# block 1

block_1/ff_map.png
The bar under the picture is 20 um long. Other sequential cells in the stronger gray, the rest of the logic in the fainter gray.
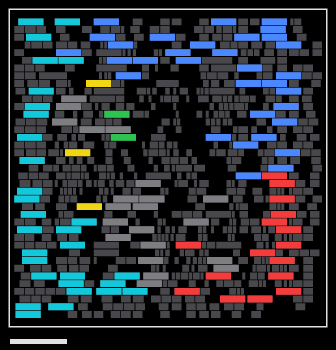
block_1/class_map.png
The bar under the picture is 20 um long.
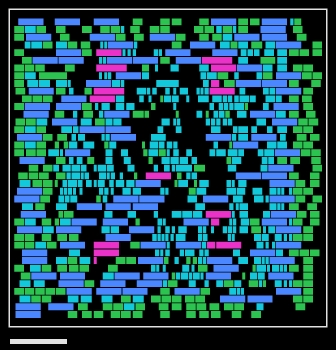
[config.mk]
export PLATFORM = sky130hd
export DESIGN_NAME = load_store_unit
export DESIGN_NICKNAME = d
export VERILOG_FILES = /design/src/rtl/lsu_pkg.sv /design/src/rtl/lsu_lane_align.sv /design/src/rtl/load_store_unit.sv
export SDC_FILE = /design/constraint.sdc
export NUM_CORES = 1
export LEC_CHECK = 0
export ABC_CLOCK_PERIOD_IN_PS = 4600
export CAP_MARGIN = 5
export CORE_UTILIZATION = 44
export CTS_BUF_LIST = sky130_fd_sc_hd__clkbuf_16
export DETAILED_ROUTE_END_ITERATION = 8
export GPL_TIMING_DRIVEN = 0
export PLACE_DENSITY = 0.81
export SYNTH_ARGS = -nofsm -noshare
export SYNTH_HDL_FRONTEND = slang
export SYNTH_SLANG_ARGS = --single-unit
export TNS_END_PERCENT = 20
[constraint.sdc]
create_clock -name clk -period 4.6 [get_ports clk]
set_input_delay 0.69 -clock clk [delete_from_list [all_inputs] [get_ports clk]]
set_output_delay 0.69 -clock clk [all_outputs]
set_load 0.05 [all_outputs]
[src/rtl/lsu_pkg.sv]
// Shared encodings for the load/store unit: access sizes, FSM states and the
// alignment rule used at request capture.
package lsu_pkg;

    localparam logic [1:0] SIZE_B = 2'd0;
    localparam logic [1:0] SIZE_H = 2'd1;
    localparam logic [1:0] SIZE_W = 2'd2;

    typedef enum logic [2:0] {
        ST_IDLE,
        ST_RD_ISSUE,
        ST_RD_WAIT,
        ST_WR_ISSUE,
        ST_RESP
    } lsu_state_t;

    // Size 3 has no legal encoding, so it is folded into the misaligned case.
    function automatic logic is_misaligned(input logic [1:0] size, input logic [1:0] addr_lo);
        return ((size == SIZE_H) && addr_lo[0])
            || ((size == SIZE_W) && (addr_lo != 2'b00))
            || (size == 2'd3);
    endfunction

endpackage

[src/rtl/lsu_lane_align.sv]
// Lane extraction with sign/zero extension for loads, and byte/half merge into
// a read word for sub-word stores. Purely combinational.
module lsu_lane_align
    import lsu_pkg::*;
(
    input  logic [31:0] word,
    input  logic [1:0]  addr_lo,
    input  logic [1:0]  size,
    input  logic        zero_ext,
    input  logic [31:0] store_data,
    output logic [31:0] load_value,
    output logic [31:0] merged_word
);

    logic [7:0]  lane_b;
    logic [15:0] lane_h;
    logic [4:0]  shamt_b;
    logic [4:0]  shamt_h;
    logic [31:0] mask;
    logic [31:0] ins;

    assign shamt_b = {addr_lo, 3'b000};
    assign shamt_h = {addr_lo[1], 4'b0000};

    always_comb begin
        lane_b = word[7:0];
        case (addr_lo)
            2'd1:    lane_b = word[15:8];
            2'd2:    lane_b = word[23:16];
            2'd3:    lane_b = word[31:24];
            default: lane_b = word[7:0];
        endcase
        lane_h = addr_lo[1] ? word[31:16] : word[15:0];
    end

    always_comb begin
        load_value = word;
        case (size)
            SIZE_B:  load_value = zero_ext ? {24'h0, lane_b} : {{24{lane_b[7]}}, lane_b};
            SIZE_H:  load_value = zero_ext ? {16'h0, lane_h} : {{16{lane_h[15]}}, lane_h};
            default: load_value = word;
        endcase
    end

    always_comb begin
        mask        = 32'h0;
        ins         = 32'h0;
        merged_word = store_data;
        case (size)
            SIZE_B: begin
                mask        = 32'h0000_00FF << shamt_b;
                ins         = {24'h0, store_data[7:0]} << shamt_b;
                merged_word = (word & ~mask) | ins;
            end
            SIZE_H: begin
                mask        = 32'h0000_FFFF << shamt_h;
                ins         = {16'h0, store_data[15:0]} << shamt_h;
                merged_word = (word & ~mask) | ins;
            end
            default: merged_word = store_data;
        endcase
    end

endmodule

[src/rtl/load_store_unit.sv]
// Sub-word load/store adapter: turns byte/half/word CPU accesses into aligned
// 32-bit downstream commands, using read-modify-write for sub-word stores.
//
//   state       | meaning
//   ------------+-----------------------------------------------------------
//   ST_IDLE     | ready for a CPU request; captures it on req_start
//   ST_RD_ISSUE | read command offered downstream until mem_cmd_ready
//   ST_RD_WAIT  | waiting for mem_rdata_valid (load data or RMW read word)
//   ST_WR_ISSUE | write command offered downstream until mem_cmd_ready
//   ST_RESP     | one-cycle rsp_valid pulse, then back to ST_IDLE
module load_store_unit
    import lsu_pkg::*;
(
    input  logic        clk,
    input  logic        rst,
    input  logic        req_start,
    input  logic        req_write,
    input  logic [1:0]  req_size,
    input  logic        req_unsigned,
    input  logic [31:0] req_addr,
    input  logic [31:0] req_wdata,
    output logic        req_ready,
    output logic        rsp_valid,
    output logic [31:0] rsp_rdata,
    output logic        rsp_error,
    output logic        mem_cmd_start,
    output logic        mem_cmd_write,
    input  logic        mem_cmd_ready,
    output logic [31:0] mem_addr,
    output logic [31:0] mem_wdata,
    input  logic [31:0] mem_rdata,
    input  logic        mem_rdata_valid
);

    lsu_state_t  state;
    logic [1:0]  hold_addr_lo;
    logic [1:0]  hold_size;
    logic        hold_write;
    logic        hold_unsigned;
    logic [31:0] load_value;
    logic [31:0] merged_word;

    // Strobes decode the state register directly so reset removes them at once.
    assign req_ready     = (state == ST_IDLE);
    assign rsp_valid     = (state == ST_RESP);
    assign mem_cmd_start = (state == ST_RD_ISSUE) || (state == ST_WR_ISSUE);
    assign mem_cmd_write = (state == ST_WR_ISSUE);

    // mem_wdata still holds the right-justified store data while the RMW read
    // is outstanding, so it doubles as the merge source.
    lsu_lane_align u_lane_align (
        .word        (mem_rdata),
        .addr_lo     (hold_addr_lo),
        .size        (hold_size),
        .zero_ext    (hold_unsigned),
        .store_data  (mem_wdata),
        .load_value  (load_value),
        .merged_word (merged_word)
    );

    always_ff @(posedge clk or posedge rst) begin
        if (rst) begin
            state         <= ST_IDLE;
            hold_addr_lo  <= 2'b00;
            hold_size     <= SIZE_B;
            hold_write    <= 1'b0;
            hold_unsigned <= 1'b0;
            rsp_rdata     <= 32'h0;
            rsp_error     <= 1'b0;
            mem_addr      <= 32'h0;
            mem_wdata     <= 32'h0;
        end else begin
            case (state)
                ST_IDLE: begin
                    if (req_start) begin
                        hold_addr_lo  <= req_addr[1:0];
                        hold_size     <= req_size;
                        hold_write    <= req_write;
                        hold_unsigned <= req_unsigned;
                        mem_addr      <= {req_addr[31:2], 2'b00};
                        mem_wdata     <= req_wdata;
                        rsp_error     <= is_misaligned(req_size, req_addr[1:0]);
                        if (is_misaligned(req_size, req_addr[1:0])) begin
                            rsp_rdata <= 32'h0;
                            state     <= ST_RESP;
                        end else if (req_write && (req_size == SIZE_W)) begin
                            state <= ST_WR_ISSUE;
                        end else begin
                            state <= ST_RD_ISSUE;
                        end
                    end
                end
                ST_RD_ISSUE: begin
                    if (mem_cmd_ready) state <= ST_RD_WAIT;
                end
                ST_RD_WAIT: begin
                    if (mem_rdata_valid) begin
                        if (hold_write) begin
                            mem_wdata <= merged_word;
                            state     <= ST_WR_ISSUE;
                        end else begin
                            rsp_rdata <= load_value;
                            state     <= ST_RESP;
                        end
                    end
                end
                ST_WR_ISSUE: begin
                    if (mem_cmd_ready) begin
                        rsp_rdata <= 32'h0;
                        state     <= ST_RESP;
                    end
                end
                ST_RESP: state <= ST_IDLE;
                default: state <= ST_IDLE;
            endcase
        end
    end

endmodule

==> metrics.cfg <==
[synth]
edf_count = 0
yosys-top-cells-area = sky130_fd_sc_hd__dfrtp_1, sky130_fd_sc_hd__mux2_2, sky130_fd_sc_hd__a32o_1, sky130_fd_sc_hd__nand2_1, sky130_fd_sc_hd__nand2b_1
avgSynthCellArea_sq_um = 10.6
synth_cell_types = 49

[power_and_ir_drop]
combinationalPowerShare_pct = 62.9
p_int_mw = 3.43
power.switching_mw = 3.45

[placement]
placement_setup_slack_ns = 1.86
dp_hpwl_mm = 13.8
dp_cells = 849

[global_routing]
grt_overflow_total = 0

[finish]
tally_of_clock_buffers_in_the_finished_layout = 9
comb_area_share_pct = 30.3

[worst_setup_path]
timing.critical_path.required_ns = 3.91
critPathMaxFanout = 10
r2r_start = state[1]
critical_path.cell_chain = buf_4 > clkinv_1 > nor3_1 > clkdlybuf4s50_1
timing.critical_path.from_type = register
arrival_ns = 2.10
critPathBufInv = 3
setup_crit_start = state[1]

[drt]
drc_errors = 17
route.detailed.wl_per_inst_um = 20.4

[run_status]
failed_checks = DRC
status = complete, but fails checks

[timing]
timing.clock.skew_ns = 0.00505
final_critical_path_setup_slack_ns = 1.81

[min_path]
holdCritStartpoint = rsp_rdata[1]

Notes on block_1/ff_map.png above:
red -> `mem_wdata`  # placed flops 16
blue -> `rsp_rdata`  # placed flops 32
yellow -> `state`  # placed flops 3
cyan -> `mem_addr`  # placed flops 30
green -> `hold_addr_lo`  # placed flops 2
not colored = 21
share of the core filled with cells in the final layout: 68.1%
register fraction of the total cell area: 33.0%
sequential cell power: 1.67 mW
flip-flop and latch area: 2600 sq um

Notes on block_1/class_map.png above:
blue -> sequential cells  # cells 104, share of their area 34%
magenta -> clock drivers and dummy loads  # cells 16, share of their area 4.5%
green -> remaining buffers and delay cells  # cells 248, share of their area 30%
cyan -> remaining logic cells  # cells 354, share of their area 32%

worst reg2reg max path, cell delays in order, from the launching register on:
cell                       delay, ns
sky130_fd_sc_hd__dfrtp_1        0.34
sky130_fd_sc_hd__buf_4          0.17
sky130_fd_sc_hd__clkinv_1       0.20
sky130_fd_sc_hd__nor4b_1        0.82
sky130_fd_sc_hd__clkbuf_1       0.45
sky130_fd_sc_hd__a32o_1         0.25
metal layers:
metal,GRT usage (%),vias to the layer above,part of all wire (%)
met5,0,-,0
met4,8.92,0,2.1
met3,7.89,27,9.7
met2,48.1,285,47
met1,36.6,2448,41
li1,-,2282,-

# block 2

block_2/gates.png
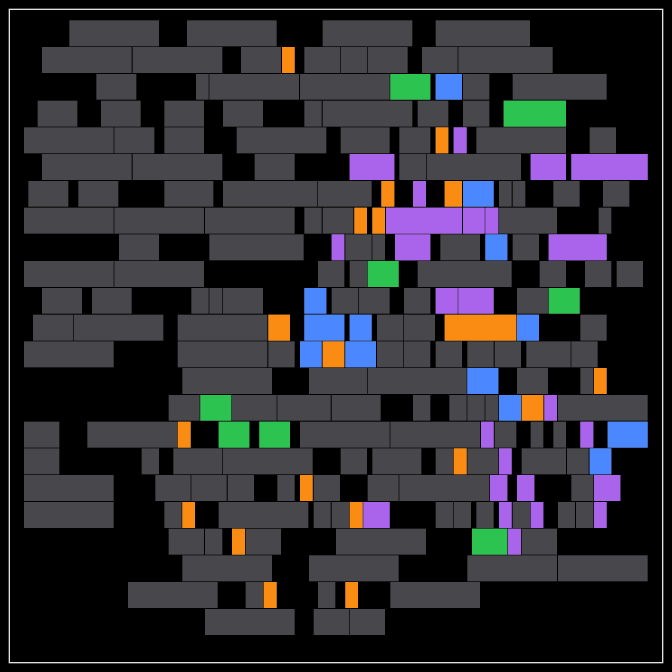
block_2/ff_map.png
The bar under the picture is 20 um long. Other sequential cells in the stronger gray, the rest of the logic in the fainter gray.
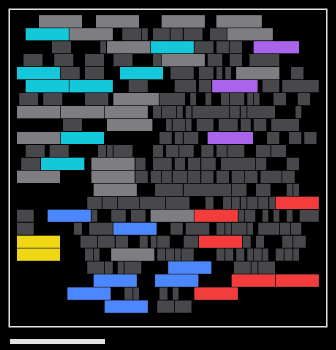
block_2/clock_wires.png
The bar under the picture is 20 um long.
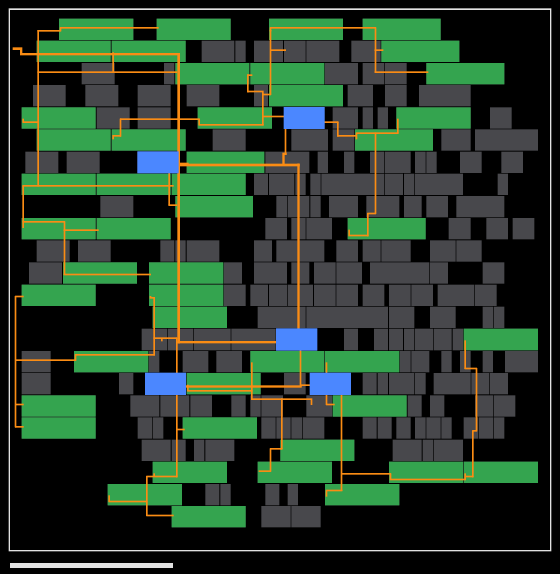
--- config.mk ---
export PLATFORM = sky130hd
export DESIGN_NAME = nrf_spi_master_flat
export DESIGN_NICKNAME = d
export VERILOG_FILES = /design/src/rtl/nrf_spi_master_if.sv /design/src/rtl/nrf_spi_master.sv /design/src/flat_wrapper.sv
export SDC_FILE = /design/constraint.sdc
export NUM_CORES = 1
export LEC_CHECK = 0
export ABC_AREA = 0
export CORE_UTILIZATION = 55
export DETAILED_ROUTE_END_ITERATION = 10
export DONT_BUFFER_PORTS = 1
export PLACE_DENSITY = 0.83
export SLEW_MARGIN = 20
export SYNTH_ARGS = -nofsm -noshare
export SYNTH_HDL_FRONTEND = slang
export SYNTH_SLANG_ARGS = --single-unit
--- constraint.sdc ---
create_clock -name clk_in -period 1.7 [get_ports clk_in]
set_input_delay 0.255 -clock clk_in [delete_from_list [all_inputs] [get_ports clk_in]]
set_output_delay 0.255 -clock clk_in [all_outputs]
set_load 0.02 [all_outputs]
--- src/rtl/nrf_spi_master_if.sv ---
// Host-side command and byte-stream bundle for the nRF24L01 SPI master.
// The host owns start/tx; the master owns ready, rx and status.
interface nrf_spi_master_if #(
  parameter int NUM_CH    = 2,
  parameter int MAX_BYTES = 33
);
  localparam int CH_W  = (NUM_CH > 1) ? $clog2(NUM_CH) : 1;
  localparam int LEN_W = $clog2(MAX_BYTES + 1);

  logic             start;
  logic [CH_W-1:0]  ch_sel;
  logic [LEN_W-1:0] num_bytes;
  logic [7:0]       tx_data;
  logic             tx_valid;
  logic             tx_ready;
  logic [7:0]       rx_data;
  logic             rx_valid;
  logic             busy;
  logic             done;

  modport master (
    output start, ch_sel, num_bytes,
    output tx_data, tx_valid,
    input  tx_ready, rx_data, rx_valid,
    input  busy, done
  );

  modport slave (
    input  start, ch_sel, num_bytes,
    input  tx_data, tx_valid,
    output tx_ready, rx_data, rx_valid,
    output busy, done
  );
endinterface

--- src/rtl/nrf_spi_master.sv ---
// Mode-0 MSB-first SPI burst master for NUM_CH nRF24L01 radios.
// Shared SCK/MOSI, per-radio CSN/CE/MISO, SCK divided from clk_in.
module nrf_spi_master #(
  parameter int NUM_CH    = 2,
  parameter int SCK_HALF  = 3,
  parameter int CSN_GAP   = 2,
  parameter int MAX_BYTES = 33
) (
  input  logic              clk_in,
  input  logic              key0_rst,
  nrf_spi_master_if.slave   bus,
  input  logic [NUM_CH-1:0] ce_req,
  output logic [NUM_CH-1:0] ce,
  output logic              sck,
  output logic              mosi,
  input  logic [NUM_CH-1:0] miso,
  output logic [NUM_CH-1:0] csn
);
  localparam int CH_W  = (NUM_CH > 1) ? $clog2(NUM_CH) : 1;
  localparam int LEN_W = $clog2(MAX_BYTES + 1);
  localparam int CMAX  = (2 * SCK_HALF > CSN_GAP) ?
                         2 * SCK_HALF : CSN_GAP;
  localparam int CNT_W = $clog2(CMAX + 1);

  typedef enum logic [2:0] {
    IDLE, SETUP, FETCH, SHIFT, HOLD, GAP
  } state_t;

  state_t           state_q, state_d;
  logic [CNT_W-1:0] cnt_q, cnt_d;
  logic [2:0]       bit_q, bit_d;
  logic [LEN_W-1:0] rem_q, rem_d;
  logic [CH_W-1:0]  ch_q, ch_d;
  logic [7:0]       tx_q, tx_d;
  logic [7:0]       sh_q, sh_d;
  logic [7:0]       rxd_q, rxd_d;
  logic             rxv_q, rxv_d;
  logic             rej_q, rej_d;
  logic             sck_q, sck_d;
  logic             mosi_q, mosi_d;
  logic [NUM_CH-1:0] csn_q, csn_d;
  logic [NUM_CH-1:0] ce_q;
  logic             ch_ok;
  logic             cnt_gap;

  assign ch_ok   = int'(bus.ch_sel) < NUM_CH;
  assign cnt_gap = cnt_q == CNT_W'(CSN_GAP - 1);

  always_ff @(posedge clk_in or negedge key0_rst) begin
    if (!key0_rst) begin
      state_q <= IDLE;
      cnt_q   <= '0;
      bit_q   <= '0;
      rem_q   <= '0;
      ch_q    <= '0;
      tx_q    <= '0;
      sh_q    <= '0;
      rxd_q   <= '0;
      rxv_q   <= 1'b0;
      rej_q   <= 1'b0;
      sck_q   <= 1'b0;
      mosi_q  <= 1'b0;
      csn_q   <= '1;
      ce_q    <= '0;
    end else begin
      state_q <= state_d;
      cnt_q   <= cnt_d;
      bit_q   <= bit_d;
      rem_q   <= rem_d;
      ch_q    <= ch_d;
      tx_q    <= tx_d;
      sh_q    <= sh_d;
      rxd_q   <= rxd_d;
      rxv_q   <= rxv_d;
      rej_q   <= rej_d;
      sck_q   <= sck_d;
      mosi_q  <= mosi_d;
      csn_q   <= csn_d;
      ce_q    <= ce_req;
    end
  end

  always_comb begin
    state_d = state_q;
    cnt_d   = cnt_q;
    bit_d   = bit_q;
    rem_d   = rem_q;
    ch_d    = ch_q;
    tx_d    = tx_q;
    sh_d    = sh_q;
    rxd_d   = rxd_q;
    rxv_d   = 1'b0;
    rej_d   = 1'b0;
    sck_d   = sck_q;
    mosi_d  = mosi_q;
    csn_d   = csn_q;
    unique case (state_q)
      IDLE: begin
        if (bus.start) begin
          ch_d  = bus.ch_sel;
          rem_d = (bus.num_bytes > LEN_W'(MAX_BYTES)) ?
                  LEN_W'(MAX_BYTES) : bus.num_bytes;
          if (bus.num_bytes == '0 || !ch_ok) begin
            rej_d = 1'b1;
          end else begin
            csn_d = '1;
            csn_d[bus.ch_sel] = 1'b0;
            cnt_d   = '0;
            state_d = SETUP;
          end
        end
      end
      SETUP: begin
        cnt_d = cnt_q + 1'b1;
        if (cnt_gap) begin
          cnt_d   = '0;
          state_d = FETCH;
        end
      end
      FETCH: begin
        if (bus.tx_valid) begin
          tx_d    = bus.tx_data;
          mosi_d  = bus.tx_data[7];
          cnt_d   = '0;
          bit_d   = '0;
          state_d = SHIFT;
        end
      end
      SHIFT: begin
        cnt_d = cnt_q + 1'b1;
        if (cnt_q == CNT_W'(SCK_HALF - 1)) begin
          sck_d = 1'b1;
          sh_d  = {sh_q[6:0], miso[ch_q]};
        end else if (cnt_q == CNT_W'(2 * SCK_HALF - 1)) begin
          sck_d  = 1'b0;
          cnt_d  = '0;
          bit_d  = bit_q + 1'b1;
          tx_d   = {tx_q[6:0], 1'b0};
          mosi_d = tx_q[6];
          if (bit_q == 3'd7) begin
            rxd_d  = sh_q;
            rxv_d  = 1'b1;
            rem_d  = rem_q - 1'b1;
            mosi_d = 1'b0;
            state_d = (rem_q == LEN_W'(1)) ? HOLD : FETCH;
          end
        end
      end
      HOLD: begin
        cnt_d = cnt_q + 1'b1;
        if (cnt_gap) begin
          cnt_d   = '0;
          csn_d   = '1;
          state_d = GAP;
        end
      end
      GAP: begin
        cnt_d = cnt_q + 1'b1;
        if (cnt_gap) begin
          cnt_d   = '0;
          state_d = IDLE;
        end
      end
      default: state_d = IDLE;
    endcase
  end

  // done covers both a rejected start and the last GAP cycle
  assign bus.done     = rej_q | (state_q == GAP && cnt_gap);
  assign bus.busy     = state_q != IDLE;
  assign bus.tx_ready = state_q == FETCH;
  assign bus.rx_data  = rxd_q;
  assign bus.rx_valid = rxv_q;
  assign sck  = sck_q;
  assign mosi = mosi_q;
  assign csn  = csn_q;
  assign ce   = ce_q;
endmodule

--- src/flat_wrapper.sv ---
// flat-port wrapper written by rule: the top's interface ports become plain ports
module nrf_spi_master_flat 
#(
  parameter int NUM_CH    = 2,
  parameter int SCK_HALF  = 3,
  parameter int CSN_GAP   = 2,
  parameter int MAX_BYTES = 33
)
  (clk_in, key0_rst, ce_req, ce, sck, mosi, miso, csn, bus_start, bus_ch_sel, bus_num_bytes, bus_tx_data, bus_tx_valid, bus_tx_ready, bus_rx_data, bus_rx_valid, bus_busy, bus_done);
  nrf_spi_master_if #(.NUM_CH(NUM_CH), .MAX_BYTES(MAX_BYTES)) bus_i ();
  input  logic clk_in;
  input  logic key0_rst;
  input  logic [NUM_CH-1:0] ce_req;
  output logic [NUM_CH-1:0] ce;
  output logic sck;
  output logic mosi;
  input  logic [NUM_CH-1:0] miso;
  output logic [NUM_CH-1:0] csn;
  input wire logic [$bits(bus_i.start)-1:0] bus_start;
  input wire logic [$bits(bus_i.ch_sel)-1:0] bus_ch_sel;
  input wire logic [$bits(bus_i.num_bytes)-1:0] bus_num_bytes;
  input wire logic [$bits(bus_i.tx_data)-1:0] bus_tx_data;
  input wire logic [$bits(bus_i.tx_valid)-1:0] bus_tx_valid;
  output wire logic [$bits(bus_i.tx_ready)-1:0] bus_tx_ready;
  output wire logic [$bits(bus_i.rx_data)-1:0] bus_rx_data;
  output wire logic [$bits(bus_i.rx_valid)-1:0] bus_rx_valid;
  output wire logic [$bits(bus_i.busy)-1:0] bus_busy;
  output wire logic [$bits(bus_i.done)-1:0] bus_done;
  assign bus_i.start = bus_start;
  assign bus_i.ch_sel = bus_ch_sel;
  assign bus_i.num_bytes = bus_num_bytes;
  assign bus_i.tx_data = bus_tx_data;
  assign bus_i.tx_valid = bus_tx_valid;
  assign bus_tx_ready = bus_i.tx_ready;
  assign bus_rx_data = bus_i.rx_data;
  assign bus_rx_valid = bus_i.rx_valid;
  assign bus_busy = bus_i.busy;
  assign bus_done = bus_i.done;
  nrf_spi_master #(.NUM_CH(NUM_CH), .SCK_HALF(SCK_HALF), .CSN_GAP(CSN_GAP), .MAX_BYTES(MAX_BYTES)) u_core (.clk_in(clk_in), .key0_rst(key0_rst), .bus(bus_i), .ce_req(ce_req), .ce(ce), .sck(sck), .mosi(mosi), .miso(miso), .csn(csn));
endmodule
==> metrics.cfg <==
[run_status]
status = complete, no violations

[timing]
drv_slew = 0

[synth]
cells_after_synth = 202
yosys_warnings = 0
postSynthSeqShare_pct = 51.8

[worst_setup_path]
timing.critical_path.required_ns = 1.89
arrival_ns = 1.82
setup_crit_start = u_core.state_q[0]

[drt]
detail-route-antenna-nets = 0
drc_errors = 0

[power_and_ir_drop]
vdd_ir_drop_max_mv = 0.862

[floorplanning]
chipHeight_um = 66.3

[min_path]
whs_path_depth = 1
hold_path.class = in -> reg

[finish]
post_route_cells_drive_above_1_share_pct = 34.1
antenna_cells = 0

[placement]
dp_cells = 260

[clock_network]
clk-insertion-delay-late_ns = 0.30

About block_2/gates.png:
blue -> and/or cells  # cells 13, most used and2_1
purple -> nor cells  # cells 25, most used nor2_1
green -> non-inverting ao/oa cells  # cells 8, most used a22o_1
orange -> nand cells  # cells 19, most used nand2_1
most common logic cell in the routed design: sky130_fd_sc_hd__dfrtp_1
Comb area share: 40.1%
Non-Filler Instances: 276

About block_2/ff_map.png:
blue -> `u_core.tx_q`  # placed flops 7
purple -> `u_core.state_q`  # placed flops 3
yellow -> `u_core.ce`  # placed flops 2
red -> `u_core.rem_q`  # placed flops 6
cyan -> `u_core.sh_q`  # placed flops 8, where north-west
not colored = 21

About block_2/clock_wires.png:
orange -> clock wires  # length 533 um
green -> flip-flops  # count 47
blue -> clock-net drivers  # count 5
routed clock nets = 6

power by group:
part	switching (mW)	leakage (nW)	internal [mW]
Sequential	0.369	0.598	1.49
Clock	0.386	0.0443	0.294
Combinational	0.999	0.603	0.965
Total	1.75	1.25	2.74
kinds of logic (layout without fill, tap and decap cells):
group	after synthesis	count (layout)	share of synthesized area [%]
simple gates	57	57	14.9
flops	47	47	51.8
fa+ha+maj	4	4	2.20
mux	25	25	12.0
buf+inv	20	44	4.29
compound gates	49	49	14.8
layer usage:
metal	vias up	share of wire (%)
li1	782	-
met1	772	46
met2	41	46
met3	4	6.5
met4	0	1.3
met5	-	0

# block 3

block_3/congestion_map.png
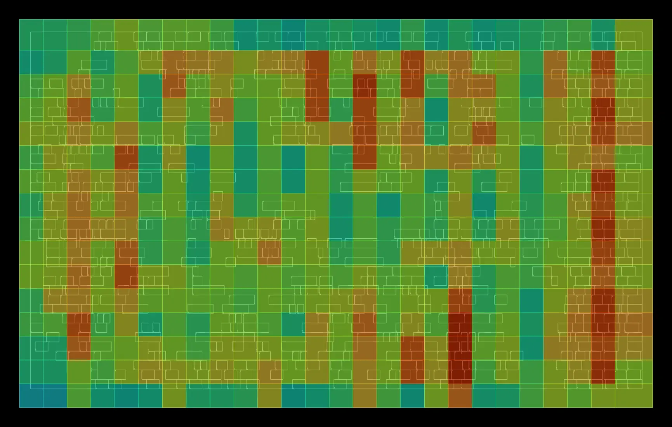
block_3/ff_map.png
The bar under the picture is 50 um long. Other sequential cells in the stronger gray, the rest of the logic in the fainter gray.
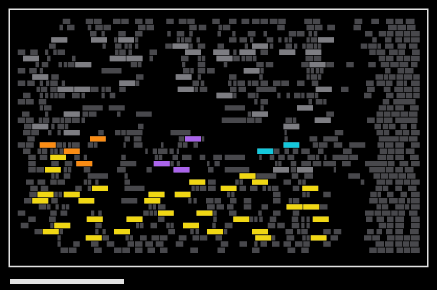
block_3/clock_wires.png
The bar under the picture is 50 um long.
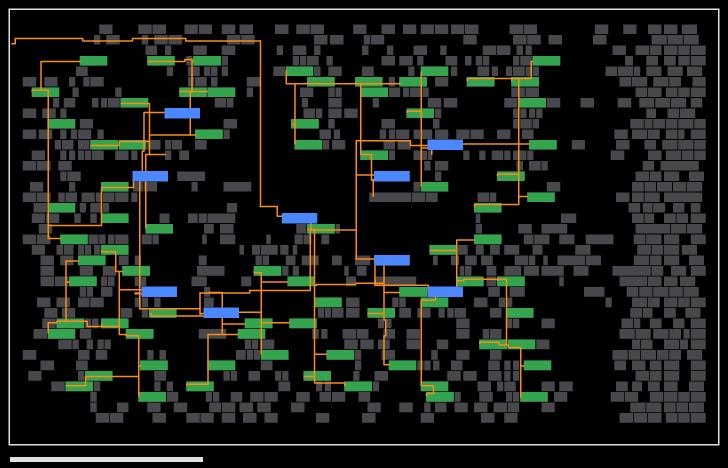
**src/rtl/mem_arbiter_pkg.sv**
```systemverilog
// Shared definitions for the fetch/data memory arbiter: default widths,
// FSM state encoding and owner constants.
package mem_arbiter_pkg;

  localparam int ADDR_W_DEF     = 32;
  localparam int DATA_W_DEF     = 32;
  localparam int STARVE_MAX_DEF = 4;

  typedef enum logic [1:0] {
    IDLE  = 2'd0,
    ISSUE = 2'd1,
    WAIT  = 2'd2
  } arb_state_t;

  localparam logic OWNER_FETCH = 1'b0;
  localparam logic OWNER_DATA  = 1'b1;

  // Width of a counter that must hold values 0..max_val inclusive.
  function automatic int ctr_width(input int max_val);
    return (max_val < 1) ? 1 : $clog2(max_val + 1);
  endfunction

endpackage

```
**src/rtl/mem_arbiter_if.sv**
```systemverilog
// Bundle of the fetch port, data port and single-port memory bus.
// The arbiter uses the slave view; the surrounding system uses the master view.
interface mem_arbiter_if #(
  parameter int ADDR_W = mem_arbiter_pkg::ADDR_W_DEF,
  parameter int DATA_W = mem_arbiter_pkg::DATA_W_DEF
);
  localparam int BE_W = DATA_W / 8;

  logic              i_req;
  logic [ADDR_W-1:0] i_addr;
  logic              i_gnt;
  logic              i_rvalid;
  logic [DATA_W-1:0] i_rdata;

  logic              d_req;
  logic              d_we;
  logic [BE_W-1:0]   d_be;
  logic [ADDR_W-1:0] d_addr;
  logic [DATA_W-1:0] d_wdata;
  logic              d_gnt;
  logic              d_rvalid;
  logic [DATA_W-1:0] d_rdata;

  logic              m_valid;
  logic              m_we;
  logic [BE_W-1:0]   m_be;
  logic [ADDR_W-1:0] m_addr;
  logic [DATA_W-1:0] m_wdata;
  logic              m_ready;
  logic              m_rvalid;
  logic [DATA_W-1:0] m_rdata;

  modport slave (
    input  i_req, i_addr,
    output i_gnt, i_rvalid, i_rdata,
    input  d_req, d_we, d_be, d_addr, d_wdata,
    output d_gnt, d_rvalid, d_rdata,
    output m_valid, m_we, m_be, m_addr, m_wdata,
    input  m_ready, m_rvalid, m_rdata
  );

  modport master (
    output i_req, i_addr,
    input  i_gnt, i_rvalid, i_rdata,
    output d_req, d_we, d_be, d_addr, d_wdata,
    input  d_gnt, d_rvalid, d_rdata,
    input  m_valid, m_we, m_be, m_addr, m_wdata,
    output m_ready, m_rvalid, m_rdata
  );

endinterface

```
**src/rtl/mem_arbiter_starve_ctr.sv**
```systemverilog
// Saturating count of consecutive data wins taken while a fetch was waiting.
// sat tells the arbiter that the fetch port must win the next arbitration.
module arb_starve_ctr
  import mem_arbiter_pkg::*;
#(
  parameter int MAX = STARVE_MAX_DEF
) (
  input  logic clk,
  input  logic srst,
  input  logic inc,
  input  logic clr,
  output logic sat
);

  localparam int            CW    = ctr_width(MAX);
  localparam logic [CW-1:0] MAX_C = CW'(MAX);

  logic [CW-1:0] cnt_reg;
  logic [CW-1:0] cnt_next;

  // Clear dominates increment; the count sticks at MAX until cleared.
  always_comb begin
    cnt_next = cnt_reg;
    if (clr) begin
      cnt_next = '0;
    end else if (inc && (cnt_reg != MAX_C)) begin
      cnt_next = cnt_reg + 1'b1;
    end
  end

  always_ff @(posedge clk) begin
    if (srst) begin
      cnt_reg <= '0;
    end else begin
      cnt_reg <= cnt_next;
    end
  end

  assign sat = (cnt_reg == MAX_C);

endmodule

```
**src/rtl/mem_arbiter.sv**
```systemverilog
// Two-port (fetch/data) arbiter in front of a single-port memory with one
// transaction outstanding at a time and starvation protection for fetches.
module mem_arbiter
  import mem_arbiter_pkg::*;
#(
  parameter int ADDR_W     = ADDR_W_DEF,
  parameter int DATA_W     = DATA_W_DEF,
  parameter int STARVE_MAX = STARVE_MAX_DEF
) (
  input  logic          clk,
  input  logic          rst,
  mem_arbiter_if.slave  bus,
  output logic          busy,
  output logic          owner,
  output logic          err_spurious
);

  localparam int BE_W = DATA_W / 8;

  arb_state_t        state_reg;
  arb_state_t        state_next;
  logic              owner_reg;
  logic              m_we_reg;
  logic [BE_W-1:0]   m_be_reg;
  logic [ADDR_W-1:0] m_addr_reg;
  logic [DATA_W-1:0] m_wdata_reg;
  logic              err_reg;

  logic              any_req;
  logic              fetch_wins;
  logic              load_en;
  logic              starve_inc;
  logic              starve_clr;
  logic              starve_sat;
  logic [BE_W-1:0]   be_sel;
  logic [DATA_W-1:0] wdata_sel;
  logic              issue_ack;
  logic              resp_ack;
  logic              i_rvalid_int;
  logic              d_rvalid_int;

  assign any_req    = bus.i_req | bus.d_req;
  assign fetch_wins = bus.i_req & (~bus.d_req | starve_sat);

  // A fetch drives all byte lanes enabled and zero write data.
  genvar gi;
  for (gi = 0; gi < BE_W; gi++) begin : g_lane
    assign be_sel[gi]            = fetch_wins ? 1'b1 : bus.d_be[gi];
    assign wdata_sel[gi*8 +: 8]  = fetch_wins ? 8'h00 : bus.d_wdata[gi*8 +: 8];
  end

  arb_starve_ctr #(
    .MAX (STARVE_MAX)
  ) u_starve (
    .clk  (clk),
    .srst (rst),
    .inc  (starve_inc),
    .clr  (starve_clr),
    .sat  (starve_sat)
  );

  always_ff @(posedge clk) begin
    if (rst) begin
      state_reg <= IDLE;
    end else begin
      state_reg <= state_next;
    end
  end

  // Requests are only looked at in IDLE; WAIT always returns through IDLE.
  always_comb begin
    state_next = state_reg;
    load_en    = 1'b0;
    starve_inc = 1'b0;
    starve_clr = 1'b0;
    unique case (state_reg)
      IDLE: begin
        if (any_req) begin
          state_next = ISSUE;
          load_en    = 1'b1;
          if (fetch_wins || !bus.i_req) begin
            starve_clr = 1'b1;
          end else begin
            starve_inc = 1'b1;
          end
        end
      end
      ISSUE: begin
        if (bus.m_ready) begin
          state_next = WAIT;
        end
      end
      WAIT: begin
        if (bus.m_rvalid) begin
          state_next = IDLE;
        end
      end
      default: state_next = IDLE;
    endcase
  end

  always_ff @(posedge clk) begin
    if (rst) begin
      owner_reg   <= OWNER_FETCH;
      m_we_reg    <= 1'b0;
      m_be_reg    <= '0;
      m_addr_reg  <= '0;
      m_wdata_reg <= '0;
    end else if (load_en) begin
      owner_reg   <= fetch_wins ? OWNER_FETCH : OWNER_DATA;
      m_we_reg    <= ~fetch_wins & bus.d_we;
      m_be_reg    <= be_sel;
      m_addr_reg  <= fetch_wins ? bus.i_addr : bus.d_addr;
      m_wdata_reg <= wdata_sel;
    end
  end

  // A response while no transaction is waiting is dropped and remembered.
  always_ff @(posedge clk) begin
    if (rst) begin
      err_reg <= 1'b0;
    end else if (bus.m_rvalid && (state_reg != WAIT)) begin
      err_reg <= 1'b1;
    end
  end

  assign issue_ack    = ~rst & (state_reg == ISSUE) & bus.m_ready;
  assign resp_ack     = ~rst & (state_reg == WAIT) & bus.m_rvalid;
  assign i_rvalid_int = resp_ack & (owner_reg == OWNER_FETCH);
  assign d_rvalid_int = resp_ack & (owner_reg == OWNER_DATA);

  assign bus.i_gnt    = issue_ack & (owner_reg == OWNER_FETCH);
  assign bus.d_gnt    = issue_ack & (owner_reg == OWNER_DATA);
  assign bus.i_rvalid = i_rvalid_int;
  assign bus.d_rvalid = d_rvalid_int;
  assign bus.i_rdata  = i_rvalid_int ? bus.m_rdata : '0;
  // Stores complete with zero read data.
  assign bus.d_rdata  = (d_rvalid_int && !m_we_reg) ? bus.m_rdata : '0;

  assign bus.m_valid  = (state_reg == ISSUE);
  assign bus.m_we     = m_we_reg;
  assign bus.m_be     = m_be_reg;
  assign bus.m_addr   = m_addr_reg;
  assign bus.m_wdata  = m_wdata_reg;

  assign busy         = (state_reg != IDLE);
  assign owner        = owner_reg;
  assign err_spurious = err_reg;

endmodule

```
**src/flat_wrapper.sv**
```systemverilog
// flat-port wrapper written by rule: the top's interface ports become plain ports
module mem_arbiter_flat import mem_arbiter_pkg::*;
#(
  parameter int ADDR_W     = ADDR_W_DEF,
  parameter int DATA_W     = DATA_W_DEF,
  parameter int STARVE_MAX = STARVE_MAX_DEF
)
  (clk, rst, busy, owner, err_spurious, bus_i_req, bus_i_addr, bus_i_gnt, bus_i_rvalid, bus_i_rdata, bus_d_req, bus_d_we, bus_d_be, bus_d_addr, bus_d_wdata, bus_d_gnt, bus_d_rvalid, bus_d_rdata, bus_m_valid, bus_m_we, bus_m_be, bus_m_addr, bus_m_wdata, bus_m_ready, bus_m_rvalid, bus_m_rdata);
  mem_arbiter_if #(.ADDR_W(ADDR_W), .DATA_W(DATA_W)) bus_i ();
  input  logic clk;
  input  logic rst;
  output logic busy;
  output logic owner;
  output logic err_spurious;
  input wire logic [$bits(bus_i.i_req)-1:0] bus_i_req;
  input wire logic [$bits(bus_i.i_addr)-1:0] bus_i_addr;
  output wire logic [$bits(bus_i.i_gnt)-1:0] bus_i_gnt;
  output wire logic [$bits(bus_i.i_rvalid)-1:0] bus_i_rvalid;
  output wire logic [$bits(bus_i.i_rdata)-1:0] bus_i_rdata;
  input wire logic [$bits(bus_i.d_req)-1:0] bus_d_req;
  input wire logic [$bits(bus_i.d_we)-1:0] bus_d_we;
  input wire logic [$bits(bus_i.d_be)-1:0] bus_d_be;
  input wire logic [$bits(bus_i.d_addr)-1:0] bus_d_addr;
  input wire logic [$bits(bus_i.d_wdata)-1:0] bus_d_wdata;
  output wire logic [$bits(bus_i.d_gnt)-1:0] bus_d_gnt;
  output wire logic [$bits(bus_i.d_rvalid)-1:0] bus_d_rvalid;
  output wire logic [$bits(bus_i.d_rdata)-1:0] bus_d_rdata;
  output wire logic [$bits(bus_i.m_valid)-1:0] bus_m_valid;
  output wire logic [$bits(bus_i.m_we)-1:0] bus_m_we;
  output wire logic [$bits(bus_i.m_be)-1:0] bus_m_be;
  output wire logic [$bits(bus_i.m_addr)-1:0] bus_m_addr;
  output wire logic [$bits(bus_i.m_wdata)-1:0] bus_m_wdata;
  input wire logic [$bits(bus_i.m_ready)-1:0] bus_m_ready;
  input wire logic [$bits(bus_i.m_rvalid)-1:0] bus_m_rvalid;
  input wire logic [$bits(bus_i.m_rdata)-1:0] bus_m_rdata;
  assign bus_i.i_req = bus_i_req;
  assign bus_i.i_addr = bus_i_addr;
  assign bus_i_gnt = bus_i.i_gnt;
  assign bus_i_rvalid = bus_i.i_rvalid;
  assign bus_i_rdata = bus_i.i_rdata;
  assign bus_i.d_req = bus_d_req;
  assign bus_i.d_we = bus_d_we;
  assign bus_i.d_be = bus_d_be;
  assign bus_i.d_addr = bus_d_addr;
  assign bus_i.d_wdata = bus_d_wdata;
  assign bus_d_gnt = bus_i.d_gnt;
  assign bus_d_rvalid = bus_i.d_rvalid;
  assign bus_d_rdata = bus_i.d_rdata;
  assign bus_m_valid = bus_i.m_valid;
  assign bus_m_we = bus_i.m_we;
  assign bus_m_be = bus_i.m_be;
  assign bus_m_addr = bus_i.m_addr;
  assign bus_m_wdata = bus_i.m_wdata;
  assign bus_i.m_ready = bus_m_ready;
  assign bus_i.m_rvalid = bus_m_rvalid;
  assign bus_i.m_rdata = bus_m_rdata;
  mem_arbiter #(.ADDR_W(ADDR_W), .DATA_W(DATA_W), .STARVE_MAX(STARVE_MAX)) u_core (.clk(clk), .rst(rst), .bus(bus_i), .busy(busy), .owner(owner), .err_spurious(err_spurious));
endmodule
```
**config.mk**
```make
export PLATFORM = sky130hd
export DESIGN_NAME = mem_arbiter_flat
export DESIGN_NICKNAME = d
export VERILOG_FILES = /design/src/rtl/mem_arbiter_pkg.sv /design/src/rtl/mem_arbiter_if.sv /design/src/rtl/mem_arbiter_starve_ctr.sv /design/src/rtl/mem_arbiter.sv /design/src/flat_wrapper.sv
export SDC_FILE = /design/constraint.sdc
export NUM_CORES = 1
export LEC_CHECK = 0
export ABC_CLOCK_PERIOD_IN_PS = 2450
export CAP_MARGIN = 20
export CELL_PAD_IN_SITES_DETAIL_PLACEMENT = 0
export CELL_PAD_IN_SITES_GLOBAL_PLACEMENT = 1
export CORE_ASPECT_RATIO = 0.6
export CORE_MARGIN = 3
export CORE_UTILIZATION = 21
export CTS_CLUSTER_DIAMETER = 150
export DETAILED_ROUTE_END_ITERATION = 12
export PLACE_DENSITY_LB_ADDON = 0.08
export SKIP_LAST_GASP = 1
export SLEW_MARGIN = 20
export SYNTH_ARGS = -nofsm -noshare
export SYNTH_HDL_FRONTEND = slang
export SYNTH_SLANG_ARGS = --single-unit
```
**constraint.sdc**
```tcl
create_clock -name clk -period 2.45 [get_ports clk]
set_clock_uncertainty 0.05 [all_clocks]
set_input_delay 0.735 -clock clk [delete_from_list [all_inputs] [get_ports clk]]
set_output_delay 0.735 -clock clk [all_outputs]
set_load 0.01 [all_outputs]
```
==> metrics.cfg <==
[run_status]
status = complete, but fails checks
failed_checks = setup timing

[clock_network]
cts_made_buffers = 9

[timing]
timing.final.setup_violations = 65
finalWorstPathRequiredPeriod_ns = 2.85
final_critical_path_setup_slack_ns = -0.399
final-hold-violation-count = 0
tightestPinTransition_ns = 0.906

[synth]
synth_top_flop_cell = sky130_fd_sc_hd__dfxtp_1
async_reset_ff_share_pct = 0

[placement]
portBuffers = 279

[worst_setup_path]
timing.reg2reg.worst_path_depth = 5

[global_routing]
grt_overflow_total = 0

[finish]
number_of_inverters_outside_the_clock_class_in_the_layout = 4
logic_gate_count = 343

Notes on block_3/congestion_map.png above:
global-route usage over all layers: 17.6%
met1 Usage GRT: 21.4%
share of the core filled with cells in the final layout: 43.0%

Notes on block_3/ff_map.png above:
purple -> `u_core.u_starve.cnt_reg`  # placed flops 3
orange -> `u_core.bus.m_be`  # placed flops 4, where west
cyan -> `u_core.state_reg`  # placed flops 2
yellow -> `u_core.bus.m_wdata`  # placed flops 32, where a band across the bottom
sequential cell power: 1.41 mW
register fraction of the total cell area: 19.3%
flip-flop and latch area: 1520 sq um

Notes on block_3/clock_wires.png above:
orange -> clock wires  # length 1260 um
green -> flip-flops  # count 76
blue -> clock-net drivers  # count 9
flops lie = all over the die

-- cell families after synthesis --
family | synth area share [%]
simple gates | 18.3
compound gates | 34.8
fa+ha+maj | 0.631
buf+inv | 7.86
flops | 38.4
-- critical path: cells and delay by family --
family | cells | cell delay (ns)
buf+inv | 5 | 0.55
simple gates | 3 | 0.77
-- what timing repair did --
action	in CTS	in global routing
endpoints found under the setup margin	69	68
setup buffers	17	2
hold buffers	0	0
cloned	5	1
gates resized	311	99
pin swaps	19	11

# block 4

$ cat config.mk
export PLATFORM = sky130hd
export DESIGN_NAME = btb_update_ctrl
export DESIGN_NICKNAME = d
export VERILOG_FILES = /design/src/rtl/btb_pkg.sv /design/src/rtl/btb_upd_fifo.sv /design/src/rtl/btb_update_ctrl.sv
export SDC_FILE = /design/constraint.sdc
export NUM_CORES = 1
export LEC_CHECK = 0
export CAP_MARGIN = 20
export CORE_AREA = 2 2 119 121
export CTS_BUF_LIST = sky130_fd_sc_hd__clkbuf_4
export DETAILED_ROUTE_END_ITERATION = 6
export DIE_AREA = 0 0 121 123
export PLACE_DENSITY = 0.85
export SYNTH_ARGS = -nofsm -noshare
export SYNTH_HDL_FRONTEND = slang
export SYNTH_SLANG_ARGS = --single-unit
$ cat constraint.sdc
create_clock -name clk -period 3.6 [get_ports clk]
set_clock_uncertainty 0.1 [all_clocks]
set_input_delay 0.36 -clock clk [delete_from_list [all_inputs] [get_ports clk]]
set_output_delay 0.36 -clock clk [all_outputs]
set_load 0.05 [all_outputs]
$ cat src/rtl/btb_pkg.sv
// Shared types for the BTB update controller: the grant encoding for the
// single array port and the queued-update entry layout.
package btb_pkg;

  // Entry field widths; btb_update_ctrl's W_PC / W_BTA defaults track these
  // and must be kept equal to them.
  localparam int PC_W  = 8;
  localparam int BTA_W = 32;

  // Who owns the single-ported array this cycle.
  typedef enum logic [1:0] {
    GNT_IDLE = 2'd0,
    GNT_RD   = 2'd1,
    GNT_WR   = 2'd2
  } grant_e;

  // One queued BTB update. 'inv' set means the write removes the tag.
  typedef struct packed {
    logic             inv;
    logic [PC_W-1:0]  pc;
    logic [BTA_W-1:0] bta;
  } upd_entry_t;

endpackage

$ cat src/rtl/btb_upd_fifo.sv
// Update FIFO between the execute stage and the BTB array write port.
// Optional feature: define BTB_UPD_COALESCE_EN to merge an update into a
// queued entry with the same tag instead of allocating a new slot.
module btb_upd_fifo
  import btb_pkg::*;
#(
  parameter int DEPTH = 4
) (
  input  logic       clk,
  input  logic       reset,
  input  logic       push,
  input  upd_entry_t pushEntry,
  input  logic       pop,
  output logic       ready,
  output logic       empty,
  output logic       full,
  output upd_entry_t head
);

  localparam int AW = $clog2(DEPTH);

  upd_entry_t    mem [DEPTH];
  logic [AW-1:0] rdPtr;
  logic [AW-1:0] wrPtr;
  logic [AW:0]   count;
  logic          coalesce;
  logic [AW-1:0] coalesceIdx;
  logic          doPush;
  logic          allocate;

  assign full  = (count == (AW+1)'(DEPTH));
  assign empty = (count == '0);
  assign head  = mem[rdPtr];

`ifdef BTB_UPD_COALESCE_EN
  // Search live entries for a matching tag; the head is excluded when it
  // leaves this cycle, since overwriting it would lose the update.
  // NOTE: every output of a combinational block gets a default first, so no
  // path leaves it unassigned and no latch is inferred.
  always_comb begin
    coalesce    = 1'b0;
    coalesceIdx = '0;
    for (int k = 0; k < DEPTH; k++) begin
      if (!coalesce && ((AW+1)'(k) < count) && !(k == 0 && pop) &&
          (mem[rdPtr + AW'(k)].pc == pushEntry.pc)) begin
        coalesce    = 1'b1;
        coalesceIdx = rdPtr + AW'(k);
      end
    end
  end

  assign ready = !full || coalesce;
`else
  assign coalesce    = 1'b0;
  assign coalesceIdx = '0;
  assign ready       = !full;
`endif

  assign doPush   = push && ready;
  assign allocate = doPush && !coalesce;

  // Entry storage: write a new slot at the tail or merge in place.
  // NOTE: the entry array is deliberately not reset; pointers and count alone
  // decide which slots are live, so stale contents are never observed.
  always_ff @(posedge clk) begin
    if (doPush) begin
      if (coalesce) mem[coalesceIdx] <= pushEntry;
      else          mem[wrPtr]       <= pushEntry;
    end
  end

  // Pointer and occupancy bookkeeping; pointers wrap since DEPTH is 2^AW.
  // NOTE: sequential state uses non-blocking assignments so every register
  // samples pre-edge values regardless of statement order.
  always_ff @(posedge clk) begin
    if (reset) begin
      rdPtr <= '0;
      wrPtr <= '0;
      count <= '0;
    end else begin
      if (allocate) wrPtr <= wrPtr + 1'b1;
      if (pop)      rdPtr <= rdPtr + 1'b1;
      case ({allocate, pop})
        2'b10:   count <= count + 1'b1;
        2'b01:   count <= count - 1'b1;
        default: ;
      endcase
    end
  end

endmodule

$ cat src/rtl/btb_update_ctrl.sv
// BTB update controller: arbitrates the single-ported BTB array between fetch
// lookups and queued execute-stage updates, with a starvation guard so that
// continuous fetch traffic cannot hold off updates forever.
// Optional feature: BTB_UPD_COALESCE_EN (update merging inside btb_upd_fifo).
module btb_update_ctrl
  import btb_pkg::*;
#(
  parameter int W_PC       = 8,
  parameter int W_BTA      = 32,
  parameter int DEPTH      = 4,
  parameter int STARVE_MAX = 3
) (
  input  logic             clk,
  input  logic             reset,
  input  logic             fetch_req,
  input  logic [W_PC-1:0]  fetch_pc,
  output logic             fetch_stall,
  output logic             lookup_valid,
  output logic             lookup_hit,
  output logic [W_BTA-1:0] lookup_bta,
  input  logic             upd_valid,
  input  logic [W_PC-1:0]  upd_pc,
  input  logic [W_BTA-1:0] upd_bta,
  input  logic             upd_taken,
  input  logic             upd_predicted,
  output logic             upd_ready,
  output logic             arr_en,
  output logic             arr_we,
  output logic             arr_inv,
  output logic [W_PC-1:0]  arr_pc,
  output logic [W_BTA-1:0] arr_wdata,
  output logic             arr_clear,
  input  logic             arr_hit,
  input  logic [W_BTA-1:0] arr_rdata
);

  localparam int SW = $clog2(STARVE_MAX + 1);

  grant_e        grant;
  logic [SW-1:0] starveCnt;
  logic          rdQ;
  logic          pushReq;
  logic          pop;
  logic          fifoReady;
  logic          fifoEmpty;
  logic          fifoFull;
  upd_entry_t    pushEntry;
  upd_entry_t    head;

  // Only mispredictions change the BTB; an invalidate carries no target.
  assign pushReq   = upd_valid && !reset && (upd_taken != upd_predicted);
  assign pushEntry = '{inv: !upd_taken, pc: upd_pc, bta: upd_taken ? upd_bta : '0};
  assign pop       = (grant == GNT_WR);
  assign upd_ready = fifoReady;

  btb_upd_fifo #(.DEPTH(DEPTH)) u_fifo (
    .clk       (clk),
    .reset     (reset),
    .push      (pushReq),
    .pushEntry (pushEntry),
    .pop       (pop),
    .ready     (fifoReady),
    .empty     (fifoEmpty),
    .full      (fifoFull),
    .head      (head)
  );

  // Port arbitration: drain updates when forced or when fetch is quiet.
  always_comb begin
    grant = GNT_IDLE;
    if (reset) begin
      grant = GNT_IDLE;
    end else if (!fifoEmpty &&
                 (fifoFull || starveCnt == SW'(STARVE_MAX) || !fetch_req)) begin
      grant = GNT_WR;
    end else if (fetch_req) begin
      grant = GNT_RD;
    end
  end

  // Array request signals for the granted operation.
  always_comb begin
    arr_en    = 1'b0;
    arr_we    = 1'b0;
    arr_inv   = 1'b0;
    arr_pc    = '0;
    arr_wdata = '0;
    case (grant)
      GNT_RD: begin
        arr_en = 1'b1;
        arr_pc = fetch_pc;
      end
      GNT_WR: begin
        arr_en    = 1'b1;
        arr_we    = 1'b1;
        arr_inv   = head.inv;
        arr_pc    = head.pc;
        arr_wdata = head.bta;
      end
      default: ;
    endcase
  end

  assign fetch_stall = fetch_req && !reset && (grant != GNT_RD);
  assign arr_clear   = reset;

  // Count consecutive lookups that bypassed a waiting update.
  always_ff @(posedge clk) begin
    if (reset || grant == GNT_WR || fifoEmpty) begin
      starveCnt <= '0;
    end else if (grant == GNT_RD && starveCnt != SW'(STARVE_MAX)) begin
      starveCnt <= starveCnt + 1'b1;
    end
  end

  // Remember a lookup so its array response is presented next cycle.
  always_ff @(posedge clk) begin
    if (reset) rdQ <= 1'b0;
    else       rdQ <= (grant == GNT_RD);
  end

  assign lookup_valid = rdQ;
  assign lookup_hit   = rdQ && arr_hit;
  assign lookup_bta   = lookup_hit ? arr_rdata : '0;

endmodule

==> metrics.cfg <==
[finish]
syn_to_final_growth_pct = 35.0
largest_register_ffs = 164
number_of_inverters_outside_the_clock_class_in_the_layout = 9
tally_of_clock_buffers_in_the_finished_layout = 17
final_core_util_pct = 72.8

[placement]
dpl_cell_area_sq_um = 9650
dp_hpwl_mm = 10.7
portBuffers = 166

[global_routing]
grt_antenna_before_repair = 1
grt_overflow_total = 0

[timing]
final.hold.worst_slack_ns = 0.327
final_critical_path_setup_slack_ns = 0.253

[worst_setup_path]
timing.critical_path.to = arr_en
slowest_delay_ns = 0.80
critPathMaxFanout = 9
critical_path.slowest_cell = sky130_fd_sc_hd__clkdlybuf4s50_1
setup_crit_start = u_fifo.count[0]
worst-path-stages = 5

[clock_network]
master_cell_of_the_clock_root_buffer = sky130_fd_sc_hd__clkbuf_4
ctsLongestPathBuffers = 2

[run_status]
status = complete, no violations

[power_and_ir_drop]
power.combinational.total_mw = 0.723

[synth]
synth_top_cell_by_area = sky130_fd_sc_hd__edfxtp_1
netlist_top_cells_count = sky130_fd_sc_hd__edfxtp_1, sky130_fd_sc_hd__and2_1, sky130_fd_sc_hd__mux4_2
most_repeated_cell_in_the_gate_level_netlist_after_synthesis = sky130_fd_sc_hd__edfxtp_1

[floorplanning]
core_area_sq_um = 13600

[drt]
wl_mm = 15.9

[worst min-delay path by stage]
stage | end | depth (start not counted)
3_3_place_gp | u_fifo.count[2] | 2
2_1_floorplan | u_fifo.mem[0][32] | 0
6_report | u_fifo.mem[2][33] | 1
3_5_place_dp | u_fifo.count[2] | 2
4_1_cts | u_fifo.mem[0][33] | 1
5_1_grt | u_fifo.mem[3][33] | 1
[cell families after synthesis]
group | Yosys count
flip-flops | 176
adder cells (fa/ha/maj) | 9
multiplexers | 44
AND/OR/NAND/NOR | 134
buffers and inverters | 38
AND-OR/OR-AND | 12
XOR/XNOR | 6
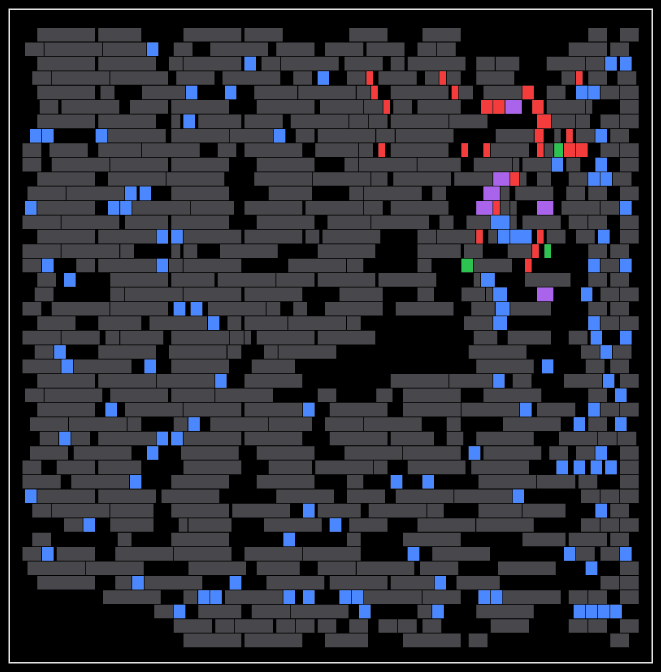
block_4/gates.png
purple -> xor and xnor cells  # cells 6, most used xor2_1
red -> nor cells  # cells 25, most used nor2_1, where north-east
green -> nand cells  # cells 3
blue -> and/or cells  # cells 106, most used and2_1, where all over the die
most common logic cell in the routed design: sky130_fd_sc_hd__edfxtp_1
Comb area share: 20.4%
Non-Filler Instances: 781

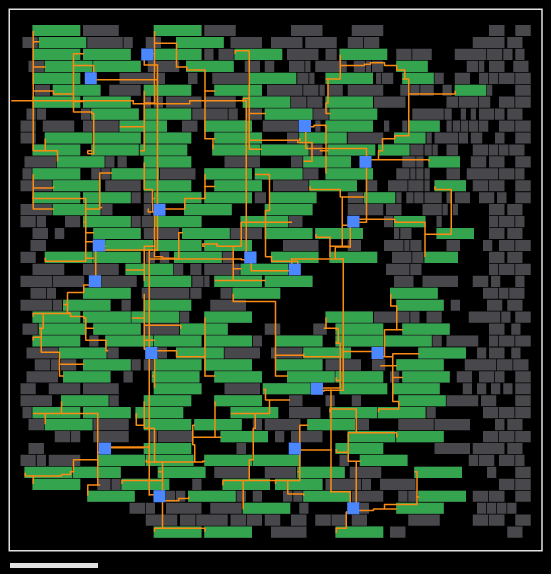
block_4/clock_wires.png
The bar under the picture is 20 um long.
orange -> clock wires  # length 1690 um
green -> flip-flops  # count 176
blue -> clock-net drivers  # count 17
flops lie = all over the die
routed clock nets = 18
clock-net power: 1.03 mW
clock latency of the later-clocked register in the worst-skew pair: 0.56 ns
clock share of power: 25.3%

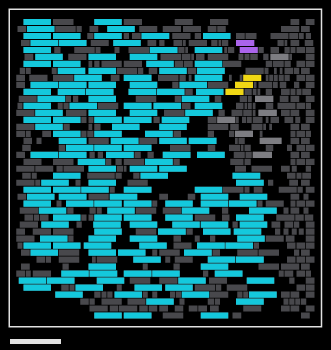
block_4/ff_map.png
The bar under the picture is 20 um long. Other sequential cells in the stronger gray, the rest of the logic in the fainter gray.
purple -> `starveCnt`  # placed flops 2
cyan -> `u_fifo.mem`  # placed flops 164
yellow -> `u_fifo.count`  # placed flops 3



==> notes/layouts.md <==
Pictures saved along the way, in no particular order.

Routing congestion.
(a)
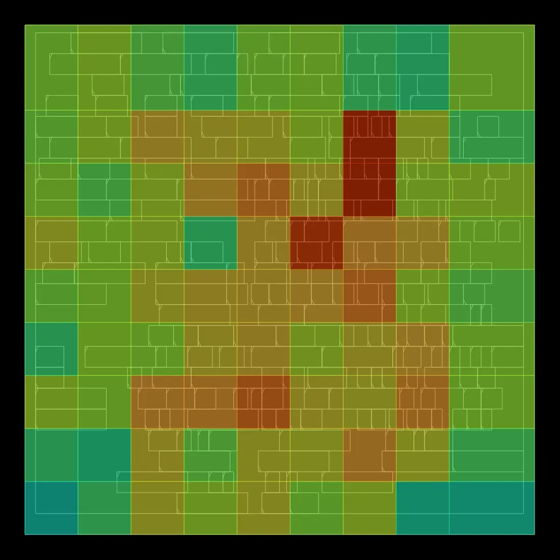
(b)
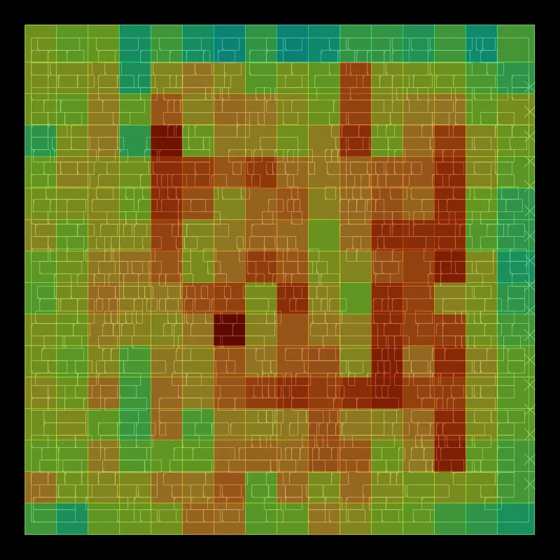
(c)
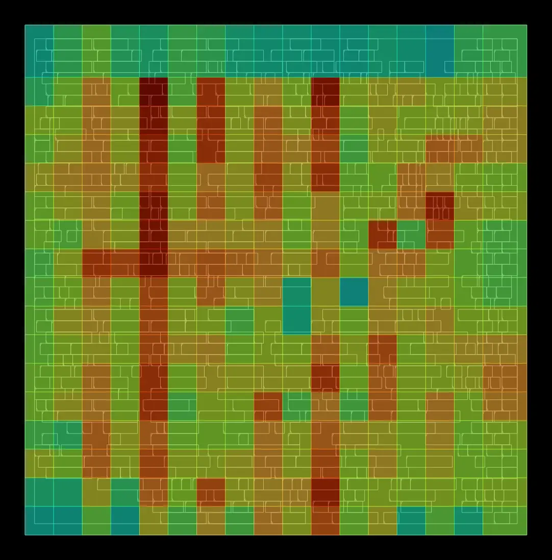
- least wire per cell: (a)
- highest track usage: (b)
| from | picture |
|---|---|
| block 2 | (a) |
| block 1 | (b) |
| block 4 | (c) |

Power figures rest on the tool's default switching activity, not on a simulated workload.
